# ---- design 1 ----
**Design 1: where the registers sit**

Scale bar: 20 um.
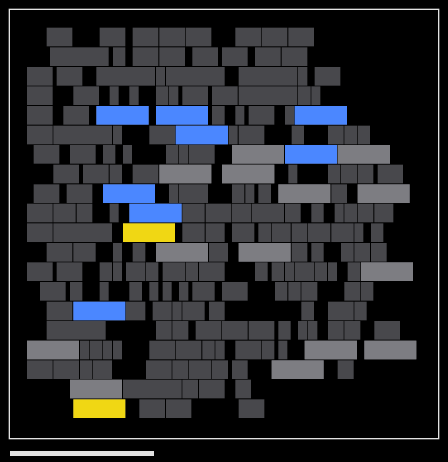

## config.mk

```make
export PLATFORM = sky130hd
export DESIGN_NAME = fifo_rd_rr_arbiter
export DESIGN_NICKNAME = d
export VERILOG_FILES = /design/src/rtl/fifo_rd_rr_arbiter.sv
export SDC_FILE = /design/constraint.sdc
export NUM_CORES = 1
export LEC_CHECK = 0
export CAP_MARGIN = 5
export CORE_MARGIN = 2
export CORE_UTILIZATION = 45
export DETAILED_ROUTE_END_ITERATION = 10
export PLACE_DENSITY = 0.84
export SLEW_MARGIN = 0
export SYNTH_ARGS = -nofsm -noshare
export SYNTH_HDL_FRONTEND = slang
export SYNTH_SLANG_ARGS = --single-unit
```

## constraint.sdc

```tcl
create_clock -name rclk -period 6.2 [get_ports rclk]
set_clock_uncertainty 0.1 [all_clocks]
set_input_delay 1.55 -clock rclk [delete_from_list [all_inputs] [get_ports rclk]]
set_output_delay 1.55 -clock rclk [all_outputs]
set_load 0.01 [all_outputs]
```

## src/rtl/fifo_rd_rr_arbiter.sv

```systemverilog
// Round-robin read scheduler sharing one consumer among several FIFOs in
// the rclk domain. Pops the granted FIFO for up to BURST words per grant
// and presents each word on a registered valid/ready stage tagged with its
// source index.
//
// Ports:
//   rclk, rrst       clock, synchronous active-high reset
//   fifo_rempty      registered empty flag per FIFO
//   fifo_rdata       async-read data per FIFO, FIFO i at [i*DSIZE +: DSIZE]
//   fifo_rinc        pop strobe per FIFO (combinational, one-hot or zero)
//   chan_en          per-FIFO enable for new grants
//   out_valid/data/src/ready  registered output handshake
//   busy             high while serving a grant
module fifo_rd_rr_arbiter #(
  parameter int unsigned NUM_FIFOS = 4,
  parameter int unsigned DSIZE     = 8,
  parameter int unsigned BURST     = 4,
  parameter int unsigned SRCW      = 2
) (
  input  logic                       rclk,
  input  logic                       rrst,
  input  logic [NUM_FIFOS-1:0]       fifo_rempty,
  input  logic [NUM_FIFOS*DSIZE-1:0] fifo_rdata,
  output logic [NUM_FIFOS-1:0]       fifo_rinc,
  input  logic [NUM_FIFOS-1:0]       chan_en,
  output logic                       out_valid,
  output logic [DSIZE-1:0]           out_data,
  output logic [SRCW-1:0]            out_src,
  input  logic                       out_ready,
  output logic                       busy
);

  localparam int unsigned CNTW = 8;

  typedef enum logic {IDLE = 1'b0, SERVE = 1'b1} state_e;

  state_e            state_q, state_d;
  logic [SRCW-1:0]   grant_q, grant_d;
  logic [SRCW-1:0]   last_grant_q, last_grant_d;
  logic [CNTW-1:0]   burst_cnt_q, burst_cnt_d;
  logic              out_valid_q, out_valid_d;
  logic [DSIZE-1:0]  out_data_q, out_data_d;
  logic [SRCW-1:0]   out_src_q, out_src_d;

  logic [NUM_FIFOS-1:0] req;
  logic                 found;
  logic [SRCW-1:0]      pick;
  logic                 sel_empty;
  logic [DSIZE-1:0]     sel_data;
  logic                 pop;

  assign req = ~fifo_rempty & chan_en;

  // Round-robin pick: indices above last_grant first, then wrap from 0.
  always_comb begin
    found = 1'b0;
    pick  = '0;
    for (int i = 0; i < int'(NUM_FIFOS); i++) begin
      if (!found && req[i] && (SRCW'(i) > last_grant_q)) begin
        found = 1'b1;
        pick  = SRCW'(i);
      end
    end
    for (int i = 0; i < int'(NUM_FIFOS); i++) begin
      if (!found && req[i] && (SRCW'(i) <= last_grant_q)) begin
        found = 1'b1;
        pick  = SRCW'(i);
      end
    end
  end

  // Granted FIFO's empty flag and data; an out-of-range grant reads as empty.
  always_comb begin
    sel_empty = 1'b1;
    sel_data  = '0;
    for (int i = 0; i < int'(NUM_FIFOS); i++) begin
      if (grant_q == SRCW'(i)) begin
        sel_empty = fifo_rempty[i];
        sel_data  = fifo_rdata[i*DSIZE +: DSIZE];
      end
    end
  end

  // Next-state, pop decision and output-stage update.
  always_comb begin
    state_d      = state_q;
    grant_d      = grant_q;
    last_grant_d = last_grant_q;
    burst_cnt_d  = burst_cnt_q;
    out_valid_d  = out_valid_q;
    out_data_d   = out_data_q;
    out_src_d    = out_src_q;
    pop          = 1'b0;

    case (state_q)
      IDLE: begin
        if (found) begin
          grant_d      = pick;
          last_grant_d = pick;
          burst_cnt_d  = '0;
          state_d      = SERVE;
        end
      end
      SERVE: begin
        pop = ~sel_empty & (~out_valid_q | out_ready);
        if (pop) begin
          out_data_d  = sel_data;
          out_src_d   = grant_q;
          out_valid_d = 1'b1;
          burst_cnt_d = burst_cnt_q + CNTW'(1);
        end
        // rempty is registered, so a drained FIFO is seen the cycle after its last pop.
        if ((pop && (burst_cnt_q == CNTW'(BURST - 1))) || sel_empty) begin
          state_d = IDLE;
        end
      end
      default: state_d = IDLE;
    endcase

    // Output register drains independently of the arbitration state.
    if (!pop && out_valid_q && out_ready) begin
      out_valid_d = 1'b0;
    end
  end

  // Pop strobe to the granted FIFO only, suppressed during reset.
  always_comb begin
    fifo_rinc = '0;
    for (int i = 0; i < int'(NUM_FIFOS); i++) begin
      fifo_rinc[i] = pop & ~rrst & (grant_q == SRCW'(i));
    end
  end

  always_ff @(posedge rclk) begin
    if (rrst) begin
      state_q      <= IDLE;
      grant_q      <= '0;
      last_grant_q <= SRCW'(NUM_FIFOS - 1);
      burst_cnt_q  <= '0;
      out_valid_q  <= 1'b0;
      out_data_q   <= '0;
      out_src_q    <= '0;
    end else begin
      state_q      <= state_d;
      grant_q      <= grant_d;
      last_grant_q <= last_grant_d;
      burst_cnt_q  <= burst_cnt_d;
      out_valid_q  <= out_valid_d;
      out_data_q   <= out_data_d;
      out_src_q    <= out_src_d;
    end
  end

  assign out_valid = out_valid_q;
  assign out_data  = out_data_q;
  assign out_src   = out_src_q;
  assign busy      = (state_q == SERVE);

endmodule

```

# ---- design 2 ----
--- src/rtl/calc_pkg.sv ---
// Shared types and sizing helpers for the calculator read-side blocks.
package calc_pkg;

  typedef enum logic [1:0] {
    FILL   = 2'd0,
    LOCKED = 2'd1,
    RUN    = 2'd2
  } state_t;

  localparam int DROP_CNT_W      = 16;
  localparam int POPSIZE_DEFAULT = 100;

  // Address width for a buffer of the given depth, never narrower than one bit.
  function automatic int addr_width(input int depth);
    return (depth > 1) ? $clog2(depth) : 1;
  endfunction

  localparam int ADDR_W_DEFAULT = addr_width(POPSIZE_DEFAULT);

endpackage

--- src/rtl/pop_ram.sv ---
// Sample RAM: one write port, one synchronous read port, and a second
// pre-read port only when POP_RUNNING_SUM_EN is defined. No reset.
module pop_ram
  import calc_pkg::*;
#(
  parameter int DEPTH = 100,
  parameter int WIDTH = 8
) (
  input  logic                          clk,
  input  logic                          we,
  input  logic [addr_width(DEPTH)-1:0]  waddr,
  input  logic [WIDTH-1:0]              wdata,
  input  logic                          re,
  input  logic [addr_width(DEPTH)-1:0]  raddr,
  output logic [WIDTH-1:0]              rdata
`ifdef POP_RUNNING_SUM_EN
  ,
  input  logic [addr_width(DEPTH)-1:0]  paddr,
  output logic [WIDTH-1:0]              pdata
`endif
);

  logic [WIDTH-1:0] mem [DEPTH];

  // Reads sample the array before this edge's write lands (read-before-write).
  always_ff @(posedge clk) begin
    if (we) begin
      mem[waddr] <= wdata;
    end
    if (re) begin
      rdata <= mem[raddr];
    end
`ifdef POP_RUNNING_SUM_EN
    pdata <= mem[paddr];
`endif
  end

endmodule

--- src/rtl/pop_buffer.sv ---
// Population sample store answering the calculator read handshake.
// Optional running population sum enabled by POP_RUNNING_SUM_EN.
module pop_buffer
  import calc_pkg::*;
#(
  parameter int POPSIZE         = 100,
  parameter int DATA_WIDTH      = 8,
  parameter int UPDATE_INTERVAL = 100
) (
  input  logic                                      clk,
  input  logic                                      rst,
  input  logic                                      wr_en,
  input  logic [DATA_WIDTH-1:0]                     wr_data,
  output logic                                      wr_ready,
  input  logic                                      rd_rqst,
  input  logic [addr_width(POPSIZE)-1:0]            addr_in,
  output logic                                      data_rdy,
  output logic [DATA_WIDTH-1:0]                     data_out,
  output logic                                      new_data,
  input  logic                                      calc_done,
  output logic                                      addr_err,
  output logic [DROP_CNT_W-1:0]                     drop_cnt,
  output logic [DATA_WIDTH+$clog2(POPSIZE+1)-1:0]   pop_sum
);

  localparam int AW = addr_width(POPSIZE);
  localparam int FW = $clog2(POPSIZE + 1);
  localparam int IW = $clog2(UPDATE_INTERVAL + 1);
  localparam int SW = DATA_WIDTH + FW;

  localparam logic [AW-1:0] PTR_LAST  = AW'(POPSIZE - 1);
  localparam logic [AW:0]   POP_W     = (AW + 1)'(POPSIZE);
  localparam logic [FW-1:0] FILL_MAX  = FW'(POPSIZE);
  localparam logic [FW-1:0] FILL_LAST = FW'(POPSIZE - 1);
  localparam logic [IW-1:0] INT_LAST  = IW'(UPDATE_INTERVAL - 1);

  state_t                 state;
  logic [AW-1:0]          wr_ptr;
  logic [AW-1:0]          wr_ptr_nxt;
  logic [AW-1:0]          base;
  logic [FW-1:0]          fill;
  logic [IW-1:0]          int_cnt;
  logic                   accept;
  logic [AW:0]            rd_sum;
  logic [AW-1:0]          rd_phys;
  logic                   rd_oor;
  logic                   out_zero;
  logic [DATA_WIDTH-1:0]  ram_q;

  assign wr_ready = (state != LOCKED);
  assign accept   = wr_en && wr_ready;

  always_comb begin
    wr_ptr_nxt = wr_ptr;
    if (accept) begin
      wr_ptr_nxt = (wr_ptr == PTR_LAST) ? '0 : wr_ptr + AW'(1);
    end
  end

  // Logical address 0 is the oldest sample; one conditional subtract wraps it.
  assign rd_sum  = {1'b0, base} + {1'b0, addr_in};
  assign rd_phys = (rd_sum >= POP_W) ? AW'(rd_sum - POP_W) : rd_sum[AW-1:0];
  assign rd_oor  = ({1'b0, addr_in} >= POP_W);

  // Outside LOCKED base follows the write pointer, so the entering cycle captures the oldest slot.
  always_ff @(posedge clk) begin
    if (rst) begin
      state    <= FILL;
      wr_ptr   <= '0;
      base     <= '0;
      fill     <= '0;
      int_cnt  <= '0;
      new_data <= 1'b0;
      drop_cnt <= '0;
    end else begin
      new_data <= 1'b0;
      wr_ptr   <= wr_ptr_nxt;
      if (state != LOCKED) begin
        base <= wr_ptr_nxt;
      end
      if (accept && (fill != FILL_MAX)) begin
        fill <= fill + FW'(1);
      end
      unique case (state)
        FILL: begin
          if (accept && (fill == FILL_LAST)) begin
            state    <= LOCKED;
            new_data <= 1'b1;
          end
        end
        LOCKED: begin
          if (wr_en && (drop_cnt != '1)) begin
            drop_cnt <= drop_cnt + DROP_CNT_W'(1);
          end
          if (calc_done) begin
            state   <= RUN;
            int_cnt <= '0;
          end
        end
        RUN: begin
          if (accept) begin
            if (int_cnt == INT_LAST) begin
              state    <= LOCKED;
              new_data <= 1'b1;
              int_cnt  <= '0;
            end else begin
              int_cnt <= int_cnt + IW'(1);
            end
          end
        end
        default: state <= FILL;
      endcase
    end
  end

  // out_zero masks the RAM register after reset and for out-of-range reads, and only moves on a request.
  always_ff @(posedge clk) begin
    if (rst) begin
      data_rdy <= 1'b0;
      addr_err <= 1'b0;
      out_zero <= 1'b1;
    end else begin
      data_rdy <= rd_rqst;
      addr_err <= rd_rqst && rd_oor;
      if (rd_rqst) begin
        out_zero <= rd_oor;
      end
    end
  end

  assign data_out = out_zero ? '0 : ram_q;

`ifdef POP_RUNNING_SUM_EN
  logic [AW-1:0]         pre_addr;
  logic [DATA_WIDTH-1:0] pre_q;
  logic [DATA_WIDTH-1:0] evict;
  logic                  fwd_valid;
  logic [DATA_WIDTH-1:0] fwd_data;

  assign pre_addr = rst ? '0 : wr_ptr_nxt;
  assign evict    = fwd_valid ? fwd_data : pre_q;
`endif

  pop_ram #(
    .DEPTH (POPSIZE),
    .WIDTH (DATA_WIDTH)
  ) u_ram (
    .clk   (clk),
    .we    (accept),
    .waddr (wr_ptr),
    .wdata (wr_data),
    .re    (rd_rqst && !rd_oor),
    .raddr (rd_phys),
    .rdata (ram_q)
`ifdef POP_RUNNING_SUM_EN
    ,
    .paddr (pre_addr),
    .pdata (pre_q)
`endif
  );

`ifdef POP_RUNNING_SUM_EN
  // The pre-read port fetches the slot the next write will evict; a one-entry buffer only matters at depth 1.
  always_ff @(posedge clk) begin
    if (rst) begin
      pop_sum   <= '0;
      fwd_valid <= 1'b0;
    end else begin
      fwd_valid <= accept && (wr_ptr_nxt == wr_ptr);
      if (accept) begin
        pop_sum <= pop_sum + SW'(wr_data) - ((fill == FILL_MAX) ? SW'(evict) : SW'(0));
      end
    end
  end

  always_ff @(posedge clk) begin
    fwd_data <= wr_data;
  end
`else
  assign pop_sum = '0;
`endif

endmodule

--- config.mk ---
export PLATFORM = sky130hd
export DESIGN_NAME = pop_buffer
export DESIGN_NICKNAME = d
export VERILOG_FILES = /design/src/rtl/calc_pkg.sv /design/src/rtl/pop_ram.sv /design/src/rtl/pop_buffer.sv
export SDC_FILE = /design/constraint.sdc
export NUM_CORES = 1
export LEC_CHECK = 0
export CORE_ASPECT_RATIO = 1.2
export CORE_MARGIN = 3
export CORE_UTILIZATION = 40
export DETAILED_ROUTE_END_ITERATION = 8
export REMOVE_ABC_BUFFERS = 1
export SETUP_SLACK_MARGIN = 0.02
export SYNTH_ARGS = -nofsm -noshare
export SYNTH_HDL_FRONTEND = slang
export SYNTH_SLANG_ARGS = --single-unit
export TNS_END_PERCENT = 20
--- constraint.sdc ---
create_clock -name clk -period 11.1 [get_ports clk]
set_input_delay 1.11 -clock clk [delete_from_list [all_inputs] [get_ports clk]]
set_output_delay 1.11 -clock clk [all_outputs]
set_load 0.02 [all_outputs]
# ---- design 3 ----
$ cat config.mk
export PLATFORM = sky130hd
export DESIGN_NAME = alu_issue_stage
export DESIGN_NICKNAME = d
export VERILOG_FILES = /design/src/rtl/alu_pkg.sv /design/src/rtl/alu_op_decoder.sv /design/src/rtl/alu_issue_stage.sv
export SDC_FILE = /design/constraint.sdc
export NUM_CORES = 1
export LEC_CHECK = 0
export CAP_MARGIN = 20
export CORE_AREA = 4 4 98 100
export DETAILED_ROUTE_END_ITERATION = 6
export DIE_AREA = 0 0 102 104
export HOLD_SLACK_MARGIN = 0.08
export PLACE_DENSITY_LB_ADDON = 0.15
export SYNTH_ARGS = -nofsm -noshare
export SYNTH_HDL_FRONTEND = slang
export SYNTH_SLANG_ARGS = --single-unit
export TNS_END_PERCENT = 1
$ cat constraint.sdc
create_clock -name clk -period 5.3 [get_ports clk]
set_clock_uncertainty 0.2 [all_clocks]
set_input_delay 0.795 -clock clk [delete_from_list [all_inputs] [get_ports clk]]
set_output_delay 0.795 -clock clk [all_outputs]
set_load 0.1 [all_outputs]
$ cat src/rtl/alu_pkg.sv
// Shared ALU encodings for the decode and issue stages.
//   ALU select codes, ALUOp codes from the main decoder, funct3 codes for
//   the ALU ops this core implements.
package alu_pkg;

  // ALU select (ex_sl)
  localparam logic [2:0] ALU_ADD = 3'b000;
  localparam logic [2:0] ALU_SUB = 3'b001;
  localparam logic [2:0] ALU_AND = 3'b010;
  localparam logic [2:0] ALU_OR  = 3'b011;
  localparam logic [2:0] ALU_SLT = 3'b100;

  // ALUOp from the main decoder
  localparam logic [1:0] AOP_ADD = 2'b00;  // load/store/jalr address
  localparam logic [1:0] AOP_SUB = 2'b01;  // branch compare
  localparam logic [1:0] AOP_R   = 2'b10;  // R-type
  localparam logic [1:0] AOP_I   = 2'b11;  // I-type ALU

  // funct3
  localparam logic [2:0] F3_ADD = 3'b000;
  localparam logic [2:0] F3_SLT = 3'b010;
  localparam logic [2:0] F3_OR  = 3'b110;
  localparam logic [2:0] F3_AND = 3'b111;

endpackage

$ cat src/rtl/alu_op_decoder.sv
// Combinational ALU op decoder.
//   alu_op, funct3, funct7_5 -> sel (ALU select), illegal (unsupported op).
//   Unsupported funct3 on R/I-type yields sel = add with illegal set.
module alu_op_decoder
  import alu_pkg::*;
(
  input  logic [1:0] alu_op,
  input  logic [2:0] funct3,
  input  logic       funct7_5,
  output logic [2:0] sel,
  output logic       illegal
);

  always_comb begin
    sel     = ALU_ADD;
    illegal = 1'b0;
    case (alu_op)
      AOP_ADD: sel = ALU_ADD;
      AOP_SUB: sel = ALU_SUB;
      default: begin
        case (funct3)
          // I-type has no sub; bit 30 there is part of the immediate
          F3_ADD:  sel = (alu_op == AOP_R && funct7_5) ? ALU_SUB : ALU_ADD;
          F3_SLT:  sel = ALU_SLT;
          F3_OR:   sel = ALU_OR;
          F3_AND:  sel = ALU_AND;
          default: illegal = 1'b1;
        endcase
      end
    endcase
  end

endmodule

$ cat src/rtl/alu_issue_stage.sv
// ID/EX issue register for the ALU.
//   Inputs : clk, rst (async, active-high), id_* decode fields and operands,
//            stall (hold EX), flush (bubble EX).
//   Outputs: ex_valid, ex_sl, ex_ain, ex_bin, ex_illegal (registered, one
//            cycle after ID), ex_issue_cnt (saturating count of legal ops).
//   Priority per edge: flush > stall > bubble (id_valid=0) > load.
module alu_issue_stage
  import alu_pkg::*;
#(
  parameter int XLEN  = 32,
  parameter int CNT_W = 16
) (
  input  logic             clk,
  input  logic             rst,
  input  logic             id_valid,
  input  logic [1:0]       id_alu_op,
  input  logic [2:0]       id_funct3,
  input  logic             id_funct7_5,
  input  logic             id_alu_src,
  input  logic [XLEN-1:0]  id_rs1_data,
  input  logic [XLEN-1:0]  id_rs2_data,
  input  logic [XLEN-1:0]  id_imm,
  input  logic             stall,
  input  logic             flush,
  output logic             ex_valid,
  output logic [2:0]       ex_sl,
  output logic [XLEN-1:0]  ex_ain,
  output logic [XLEN-1:0]  ex_bin,
  output logic             ex_illegal,
  output logic [CNT_W-1:0] ex_issue_cnt
);

  logic [2:0]      dec_sl;
  logic            dec_ill;
  logic [XLEN-1:0] opb;
  logic            load;

  alu_op_decoder u_dec (
    .alu_op   (id_alu_op),
    .funct3   (id_funct3),
    .funct7_5 (id_funct7_5),
    .sel      (dec_sl),
    .illegal  (dec_ill)
  );

  assign opb  = id_alu_src ? id_imm : id_rs2_data;
  assign load = !flush && !stall && id_valid;

  always_ff @(posedge clk or posedge rst) begin
    if (rst) begin
      ex_valid   <= 1'b0;
      ex_sl      <= ALU_ADD;
      ex_ain     <= '0;
      ex_bin     <= '0;
      ex_illegal <= 1'b0;
    end else if (flush || (!stall && !id_valid)) begin
      ex_valid   <= 1'b0;
      ex_sl      <= ALU_ADD;
      ex_ain     <= '0;
      ex_bin     <= '0;
      ex_illegal <= 1'b0;
    end else if (load) begin
      ex_valid   <= 1'b1;
      ex_sl      <= dec_sl;
      // Illegal ops present zero operands so the ALU result is 0, same as
      // a bubble; consumers qualify with ex_illegal.
      ex_ain     <= dec_ill ? '0 : id_rs1_data;
      ex_bin     <= dec_ill ? '0 : opb;
      ex_illegal <= dec_ill;
    end
  end

  // Debug counter: survives flush, cleared only by reset, sticks at max.
  always_ff @(posedge clk or posedge rst) begin
    if (rst)
      ex_issue_cnt <= '0;
    else if (load && !dec_ill && (ex_issue_cnt != {CNT_W{1'b1}}))
      ex_issue_cnt <= ex_issue_cnt + 1'b1;
  end

endmodule
# ---- design 4 ----
==> config.mk <==
export PLATFORM = sky130hd
export DESIGN_NAME = xnor_match_accumulator_flat
export DESIGN_NICKNAME = d
export VERILOG_FILES = /design/src/rtl/xnor_match_accumulator_if.sv /design/src/rtl/xnor_match_accumulator.sv /design/src/flat_wrapper.sv
export SDC_FILE = /design/constraint.sdc
export NUM_CORES = 1
export LEC_CHECK = 0
export CAP_MARGIN = 10
export CORE_MARGIN = 1
export CORE_UTILIZATION = 48
export CTS_BUF_LIST = sky130_fd_sc_hd__clkbuf_4
export DETAILED_ROUTE_END_ITERATION = 7
export PLACE_DENSITY_LB_ADDON = 0.05
export SYNTH_ARGS = -nofsm -noshare
export SYNTH_HDL_FRONTEND = slang
export SYNTH_SLANG_ARGS = --single-unit
==> constraint.sdc <==
create_clock -name clk -period 1.5 [get_ports clk]
set_input_delay 0.375 -clock clk [delete_from_list [all_inputs] [get_ports clk]]
set_output_delay 0.375 -clock clk [all_outputs]
set_load 0.03 [all_outputs]
==> src/rtl/xnor_match_accumulator_if.sv <==
`default_nettype none
// ============================================================================
// Module   : xnor_match_accumulator_if
// Brief    : Equality-bit input stream and frame-result handshake bundle.
// Revision : 1.0 - initial release
// ============================================================================
interface xnor_match_accumulator_if #(
  parameter int CNT_W  = 4,
  parameter int GOOD_W = 8
);
  logic              in_valid;
  logic              eq_in;
  logic              in_ready;
  logic              flush;
  logic              out_valid;
  logic              out_ready;
  logic [CNT_W-1:0]  match_cnt;
  logic              frame_match;
  logic              all_equal;
  logic [GOOD_W-1:0] good_frames;

  modport master (
    output in_valid, eq_in, flush, out_ready,
    input  in_ready, out_valid, match_cnt, frame_match, all_equal, good_frames
  );

  modport slave (
    input  in_valid, eq_in, flush, out_ready,
    output in_ready, out_valid, match_cnt, frame_match, all_equal, good_frames
  );
endinterface
`default_nettype wire

==> src/rtl/xnor_match_accumulator.sv <==
`default_nettype none
// ============================================================================
// Module   : xnor_match_accumulator
// Brief    : Counts matching XNOR bits per frame; holds result until consumed.
// Revision : 1.0 - initial release
// ============================================================================
module xnor_match_accumulator #(
  parameter int FRAME_LEN = 8,
  parameter int CNT_W     = 4,
  parameter int THRESH    = 6,
  parameter int GOOD_W    = 8
) (
  input  wire                    clk,
  input  wire                    rst_n,
  xnor_match_accumulator_if.slave bus
);

  localparam int                c_idx_w     = $clog2(FRAME_LEN);
  localparam logic [c_idx_w-1:0] c_idx_last = c_idx_w'(FRAME_LEN - 1);
  localparam logic [c_idx_w-1:0] c_idx_one  = c_idx_w'(1);
  localparam logic [CNT_W-1:0]  c_thresh    = CNT_W'(THRESH);
  localparam logic [CNT_W-1:0]  c_full      = CNT_W'(FRAME_LEN);
  localparam logic [GOOD_W-1:0] c_good_max  = '1;
  localparam logic [GOOD_W-1:0] c_good_one  = GOOD_W'(1);

  typedef enum logic [0:0] {
    ST_ACCUM = 1'b0,
    ST_HOLD  = 1'b1
  } state_t;

  state_t             r_state;
  state_t             w_state_nxt;
  logic [CNT_W-1:0]   r_acc;
  logic [c_idx_w-1:0] r_idx;
  logic [CNT_W-1:0]   r_match_cnt;
  logic               r_frame_match;
  logic               r_all_equal;
  logic [GOOD_W-1:0]  r_good;

  logic               w_accept;
  logic               w_last;
  logic               w_handshake;
  logic [CNT_W-1:0]   w_sum;

  assign w_sum = r_acc + {{(CNT_W-1){1'b0}}, bus.eq_in};
  assign w_last = (r_idx == c_idx_last);

  always_comb begin
    w_state_nxt = r_state;
    w_accept    = 1'b0;
    w_handshake = 1'b0;
    case (r_state)
      ST_ACCUM: begin
        w_accept = bus.in_valid;
        // Flush wins over completion: the final bit is discarded with it.
        if (bus.in_valid && !bus.flush && w_last) begin
          w_state_nxt = ST_HOLD;
        end
      end
      ST_HOLD: begin
        w_handshake = bus.out_ready;
        if (bus.out_ready) begin
          w_state_nxt = ST_ACCUM;
        end
      end
      default: w_state_nxt = ST_ACCUM;
    endcase
  end

  always_ff @(posedge clk or negedge rst_n) begin
    if (!rst_n) begin
      r_state       <= ST_ACCUM;
      r_acc         <= '0;
      r_idx         <= '0;
      r_match_cnt   <= '0;
      r_frame_match <= 1'b0;
      r_all_equal   <= 1'b0;
      r_good        <= '0;
    end else begin
      r_state <= w_state_nxt;
      if (r_state == ST_ACCUM && bus.flush) begin
        r_acc <= '0;
        r_idx <= '0;
      end else if (w_accept) begin
        if (w_last) begin
          r_match_cnt   <= w_sum;
          r_frame_match <= (w_sum >= c_thresh);
          r_all_equal   <= (w_sum == c_full);
          r_acc         <= '0;
          r_idx         <= '0;
        end else begin
          r_acc <= w_sum;
          r_idx <= r_idx + c_idx_one;
        end
      end
      if (w_handshake && r_frame_match && (r_good != c_good_max)) begin
        r_good <= r_good + c_good_one;
      end
    end
  end

  assign bus.in_ready    = (r_state == ST_ACCUM);
  assign bus.out_valid   = (r_state == ST_HOLD);
  assign bus.match_cnt   = r_match_cnt;
  assign bus.frame_match = r_frame_match;
  assign bus.all_equal   = r_all_equal;
  assign bus.good_frames = r_good;

endmodule
`default_nettype wire

==> src/flat_wrapper.sv <==
// flat-port wrapper written by rule: the top's interface ports become plain ports
module xnor_match_accumulator_flat 
#(
  parameter int FRAME_LEN = 8,
  parameter int CNT_W     = 4,
  parameter int THRESH    = 6,
  parameter int GOOD_W    = 8
)
  (clk, rst_n, bus_in_valid, bus_eq_in, bus_flush, bus_out_ready, bus_in_ready, bus_out_valid, bus_match_cnt, bus_frame_match, bus_all_equal, bus_good_frames);
  xnor_match_accumulator_if #(.CNT_W(CNT_W), .GOOD_W(GOOD_W)) bus_i ();
  input  wire clk;
  input  wire rst_n;
  input wire logic [$bits(bus_i.in_valid)-1:0] bus_in_valid;
  input wire logic [$bits(bus_i.eq_in)-1:0] bus_eq_in;
  input wire logic [$bits(bus_i.flush)-1:0] bus_flush;
  input wire logic [$bits(bus_i.out_ready)-1:0] bus_out_ready;
  output wire logic [$bits(bus_i.in_ready)-1:0] bus_in_ready;
  output wire logic [$bits(bus_i.out_valid)-1:0] bus_out_valid;
  output wire logic [$bits(bus_i.match_cnt)-1:0] bus_match_cnt;
  output wire logic [$bits(bus_i.frame_match)-1:0] bus_frame_match;
  output wire logic [$bits(bus_i.all_equal)-1:0] bus_all_equal;
  output wire logic [$bits(bus_i.good_frames)-1:0] bus_good_frames;
  assign bus_i.in_valid = bus_in_valid;
  assign bus_i.eq_in = bus_eq_in;
  assign bus_i.flush = bus_flush;
  assign bus_i.out_ready = bus_out_ready;
  assign bus_in_ready = bus_i.in_ready;
  assign bus_out_valid = bus_i.out_valid;
  assign bus_match_cnt = bus_i.match_cnt;
  assign bus_frame_match = bus_i.frame_match;
  assign bus_all_equal = bus_i.all_equal;
  assign bus_good_frames = bus_i.good_frames;
  xnor_match_accumulator #(.FRAME_LEN(FRAME_LEN), .CNT_W(CNT_W), .THRESH(THRESH), .GOOD_W(GOOD_W)) u_core (.clk(clk), .rst_n(rst_n), .bus(bus_i));
endmodule
**Design 1: clock routing**

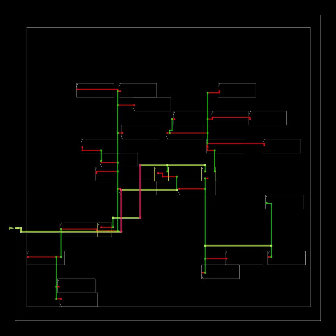
CTS Buf Count: 3
Power Clock: 66.3 uW
# clock sinks: 24
flop count: 24
clock buf count: 3

Notes on 'where the registers sit' of design 1 above:
[yellow] last_grant_q | sequential cells: 2
[blue] out_data | sequential cells: 8
not coloured: 14

==> flow_summary.yaml, design 1 <==
# synthesis and place-and-route metrics
synth:
  netlist_area_um2: 1390
  netlist_instances: 161
  ys_warn_count: 0
  synth_top_area_share_pct: 34.6
  aoi_share_pct: 16.2
  xor_area_share_pct: 0
  muxShareOfSynthArea_pct: 15.3
floorplanning:
  die-area_um2: 3540
  die_h_um: 59.5
clock_tree:
  clk_latency_ns: 0.31
  h-tree-depth: 1
  cts_resized: 0
final_timing:
  finalSetupTns_ns: 0
  finalWorstSetupSlack_ns: 0.797
finish:
  dominant_cells: "combinational gates"
  final_cells: 247
  comb_cells: 124
  lay_top_count: "clkdlybuf4s50_1"
  area_delta_synth_final_pct: 44.4
  fill_cells: 244
outcome:
  status: "completed"
global_routing:
  met2_usage_pct: 39.7
worst_setup_path:
  cp.required_ns: 4.55
route:
  vias_per_cell: 5.81
power:
  pg_seq_uw: 181
place:
  gp_congestion: 0.856
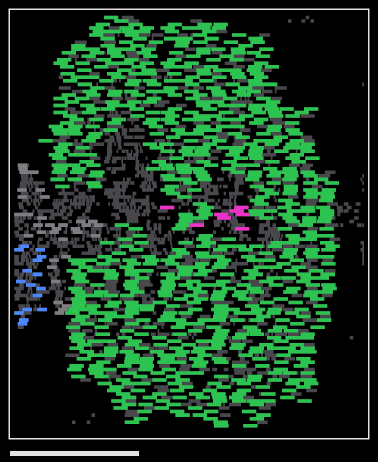
**Above:** design 2 (where the registers sit).
Scale bar: 100 um.
[green] u_ram.mem | sequential cells: 800
[blue] drop_cnt | sequential cells: 16
[magenta] u_ram.rdata | sequential cells: 8 | where: middle
not coloured: 34

**Design 2: clock routing**

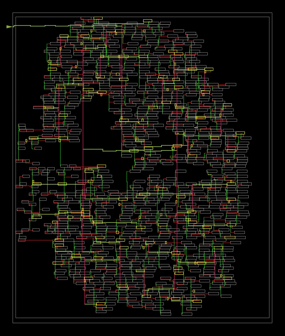
Power Clock: 2790 uW
flop count: 858

==> flow_summary.yaml, design 2 <==
# synthesis and place-and-route metrics
worst_setup_path:
  criticalPathCategory: "in2reg"
  crit_path_max_incr_delay_ns: 0.72
  arrival_ns: 7.00
  cpLargestDelayFamily: "AND-OR/OR-AND gates"
  path_buffers: 3
synth:
  simple_gate_share_pct: 5.37
  ys_cells: 1915
  synth.largest_area_cell: "edfxtp_1"
  top_cells_by_area: "edfxtp_1 (69%), mux4_2 (13%), dfxtp_1 (2.8%)"
  numSynthFlops: 858
clock_tree:
  clk_path_buf_depth: 3
  clk_latency_ns: 0.66
  cts_resized: 0
  cts_setup_buffers: 0
  cts_buffers: 85
finish:
  design_area_um2: 39400
  sh_comb_area_pct: 23.7
  seq_share_pct: 64.1
  comb_cells: 935
floorplanning:
  row_count: 118
final_timing:
  grt_setup_unrepaired: "no"
  hold_viol: 0
route:
  drc: 0
power:
  power_leader: "registers"
global_routing:
  grt_overflow: 0
  globalRouteMet3Util_pct: 2.87
run:
  warning_count: 37
outcome:
  status: "completed"
place:
  dp_hpwl_um: 51800
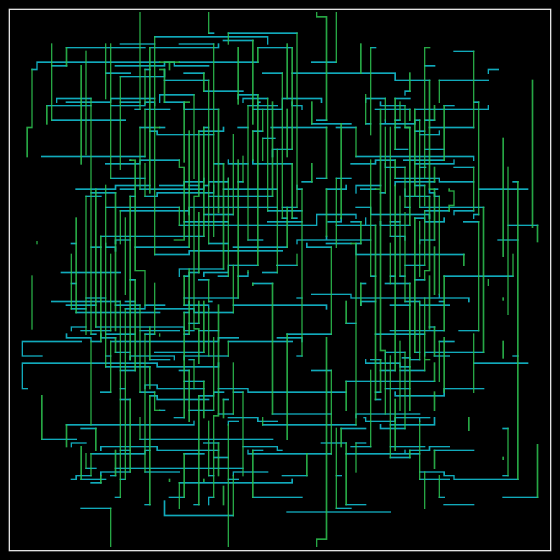
**Above:** design 4 (signal wires by layer).
Two of the layers only.
[green] M2 | wire length: 1510 um
[cyan] M1 | wire length: 1110 um

==> flow_summary.yaml, design 4 <==
# synthesis and place-and-route metrics
outcome:
  status: "finished with violations"
  violations: "negative setup slack"
worst_setup_path:
  critPathSlowestCell: "dfrtp_1"
  worst-path-stages: 5
route:
  drc: 0
  dr.pass1.iters: 4
  drtIter0Drc: 17
clock_tree:
  cts_tree: "yes"
  cts_resized: 28
final_timing:
  finalWorstSetupSlack_ns: -0.0785
  relSlewSlack_pct: 79.4
  finalSetupViolCount: 6
  grt_setup_unrepaired: "yes"
  drv_slew: 0
synth:
  common_cells: "dfrtp_1 (22), nand2_1 (9), a21oi_1 (8)"
  top_cells_by_area: "dfrtp_1 (49%), mux2_2 (6.9%), ha_1 (5.5%)"
  synthTopLogicFamily: "simple AND/OR/NAND/NOR gates"
finish:
  final_cells: 189
**Design 3: signal wires by layer**

Two of the layers only.
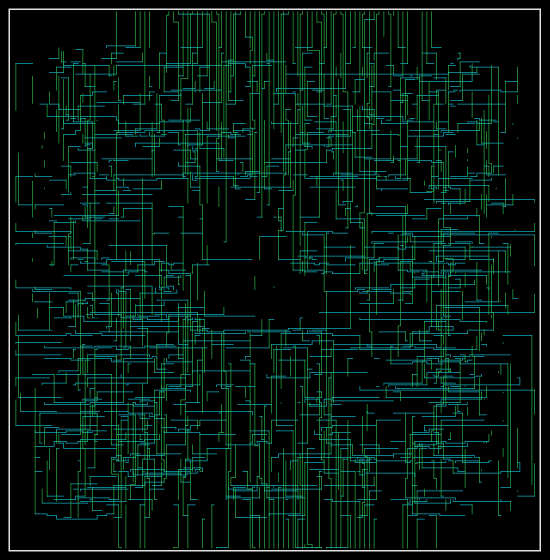
[cyan] M1 | wire length: 4170 um
[green] M2 | wire length: 5220 um

**Design 3: where the registers sit**

Scale bar: 20 um.
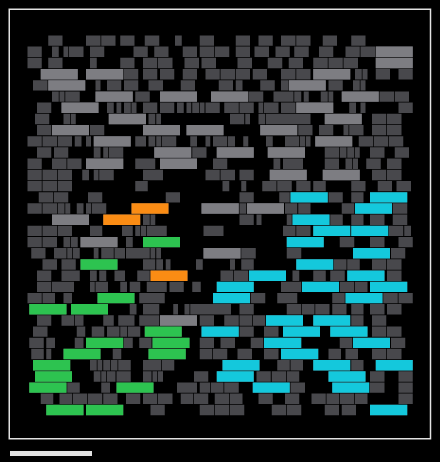
[orange] ex_sl | sequential cells: 3
[cyan] ex_ain | sequential cells: 32
[green] ex_issue_cnt | sequential cells: 16 | where: bottom left
not coloured: 34

==> flow_summary.yaml, design 3 <==
# synthesis and place-and-route metrics
global_routing:
  grt_overflow: 0
clock_tree:
  clk_path_buf_depth: 2
outcome:
  status: "completed"
power:
  comb-power_uw: 530
  power_uw: 1720
synth:
  synthArstFlopShare_pct: 100
  ys_warn_count: 0
finish:
  buf_share_pct: 33.6
  dominant_cells: "flip-flops and latches"
  antenna-diode-count: 0
  nClkBuffers: 10
  final_cells: 608
worst_setup_path:
  reg2reg_to: "ex_issue_cnt[1]"
route:
  drtIter0Drc: 73
final_timing:
  drv_slew: 0
floorplanning:
  io_pins: 193
  fp.dieW_um: 102
hold_path:
  hold_depth: 2

==> notes/layouts.md <==
Pictures saved along the way, in no particular order.

Gate families picked out.
picture 1
Scale bar: 100 um.
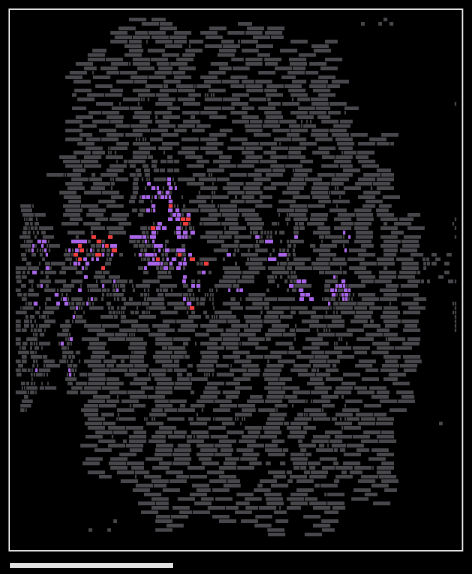
picture 2
Scale bar: 20 um.
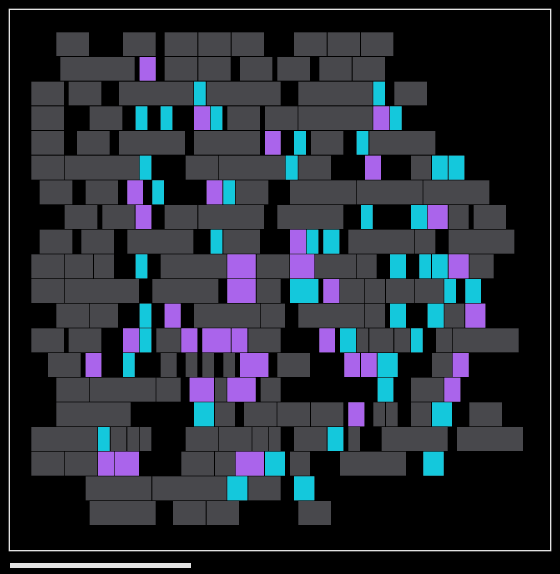
picture 3
Scale bar: 20 um.
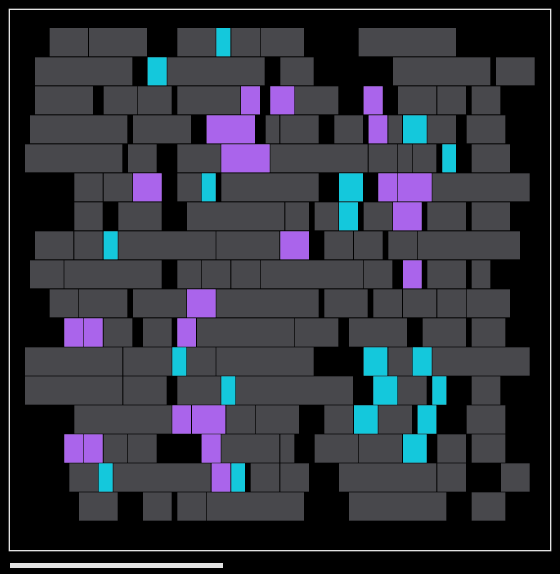
picture 4
Scale bar: 20 um.
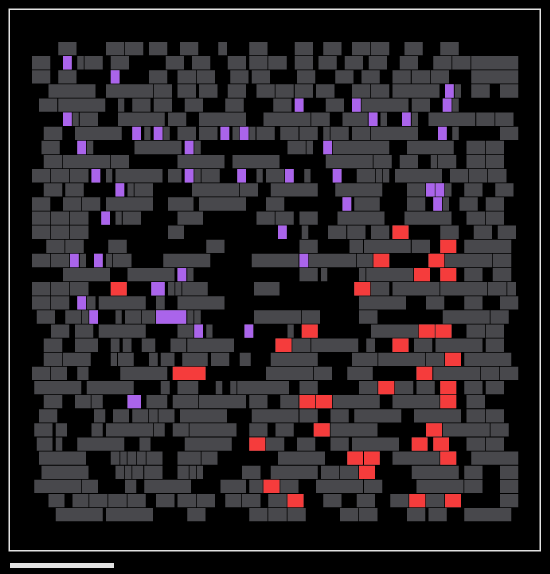
- picture 1 = design 2
- picture 2 = design 1
- picture 3 = design 4
- picture 4 = design 3

Key to picture 1:
[purple] aoi and oai cells | cells: 148 | most used: a21oi_1
[red] non-inverting ao/oa cells | cells: 21 | most used: a211o_1 | where: left middle



==> notes/layouts.md <==
Pictures saved along the way, in no particular order.

Pin placement.
Pins as bars across the die edge, other pins in grey.
image #1
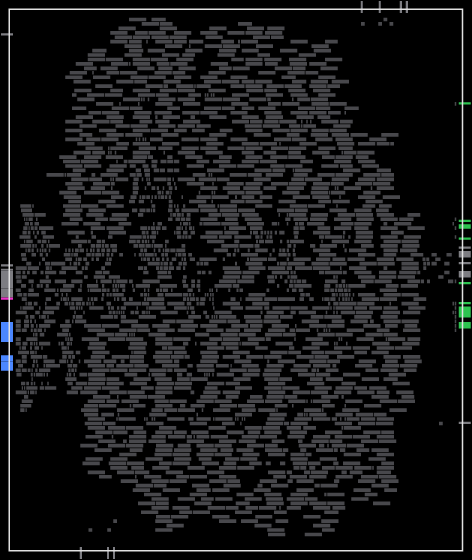
image #2
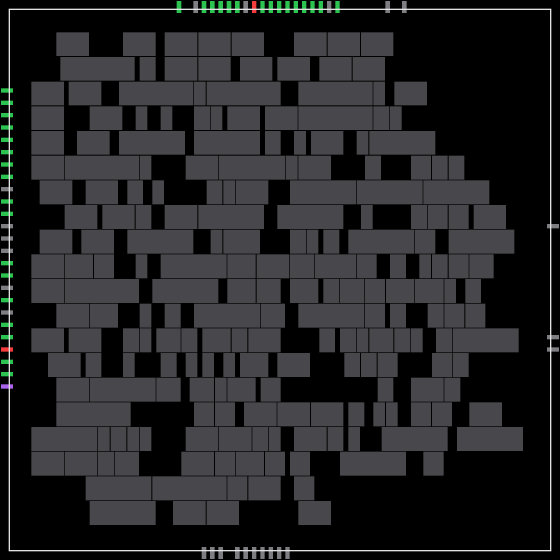
image #3
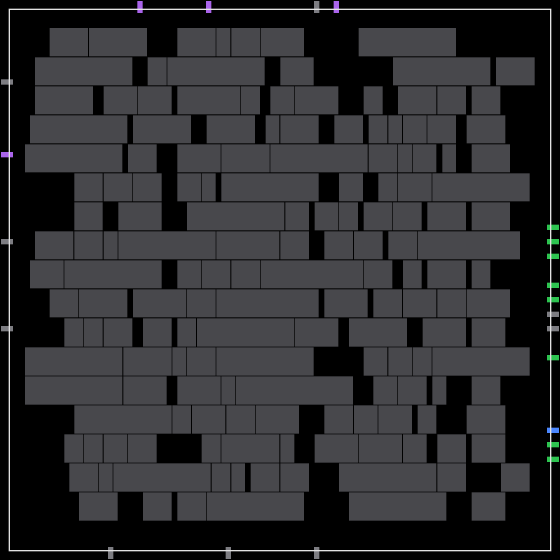
image #4
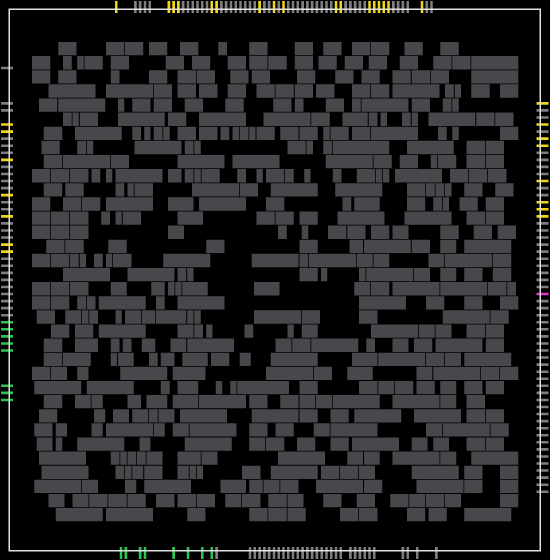
| picture | from |
|---|---|
| image #2 | design 1 |
| image #4 | design 3 |
| image #3 | design 4 |
| image #1 | design 2 |
- most pins: image #4
- fewest pins: image #3

Key to image #4:
[yellow] ex_bin | pins: 32 | direction: output | edge: 17 top, 8 right, 7 left
[green] ex_issue_cnt | pins: 16 | direction: output | edge: 8 left, 8 bottom
[magenta] ex_illegal | pins: 1 | direction: output | edge: right

Power figures rest on the tool's default switching activity, not on a simulated workload.
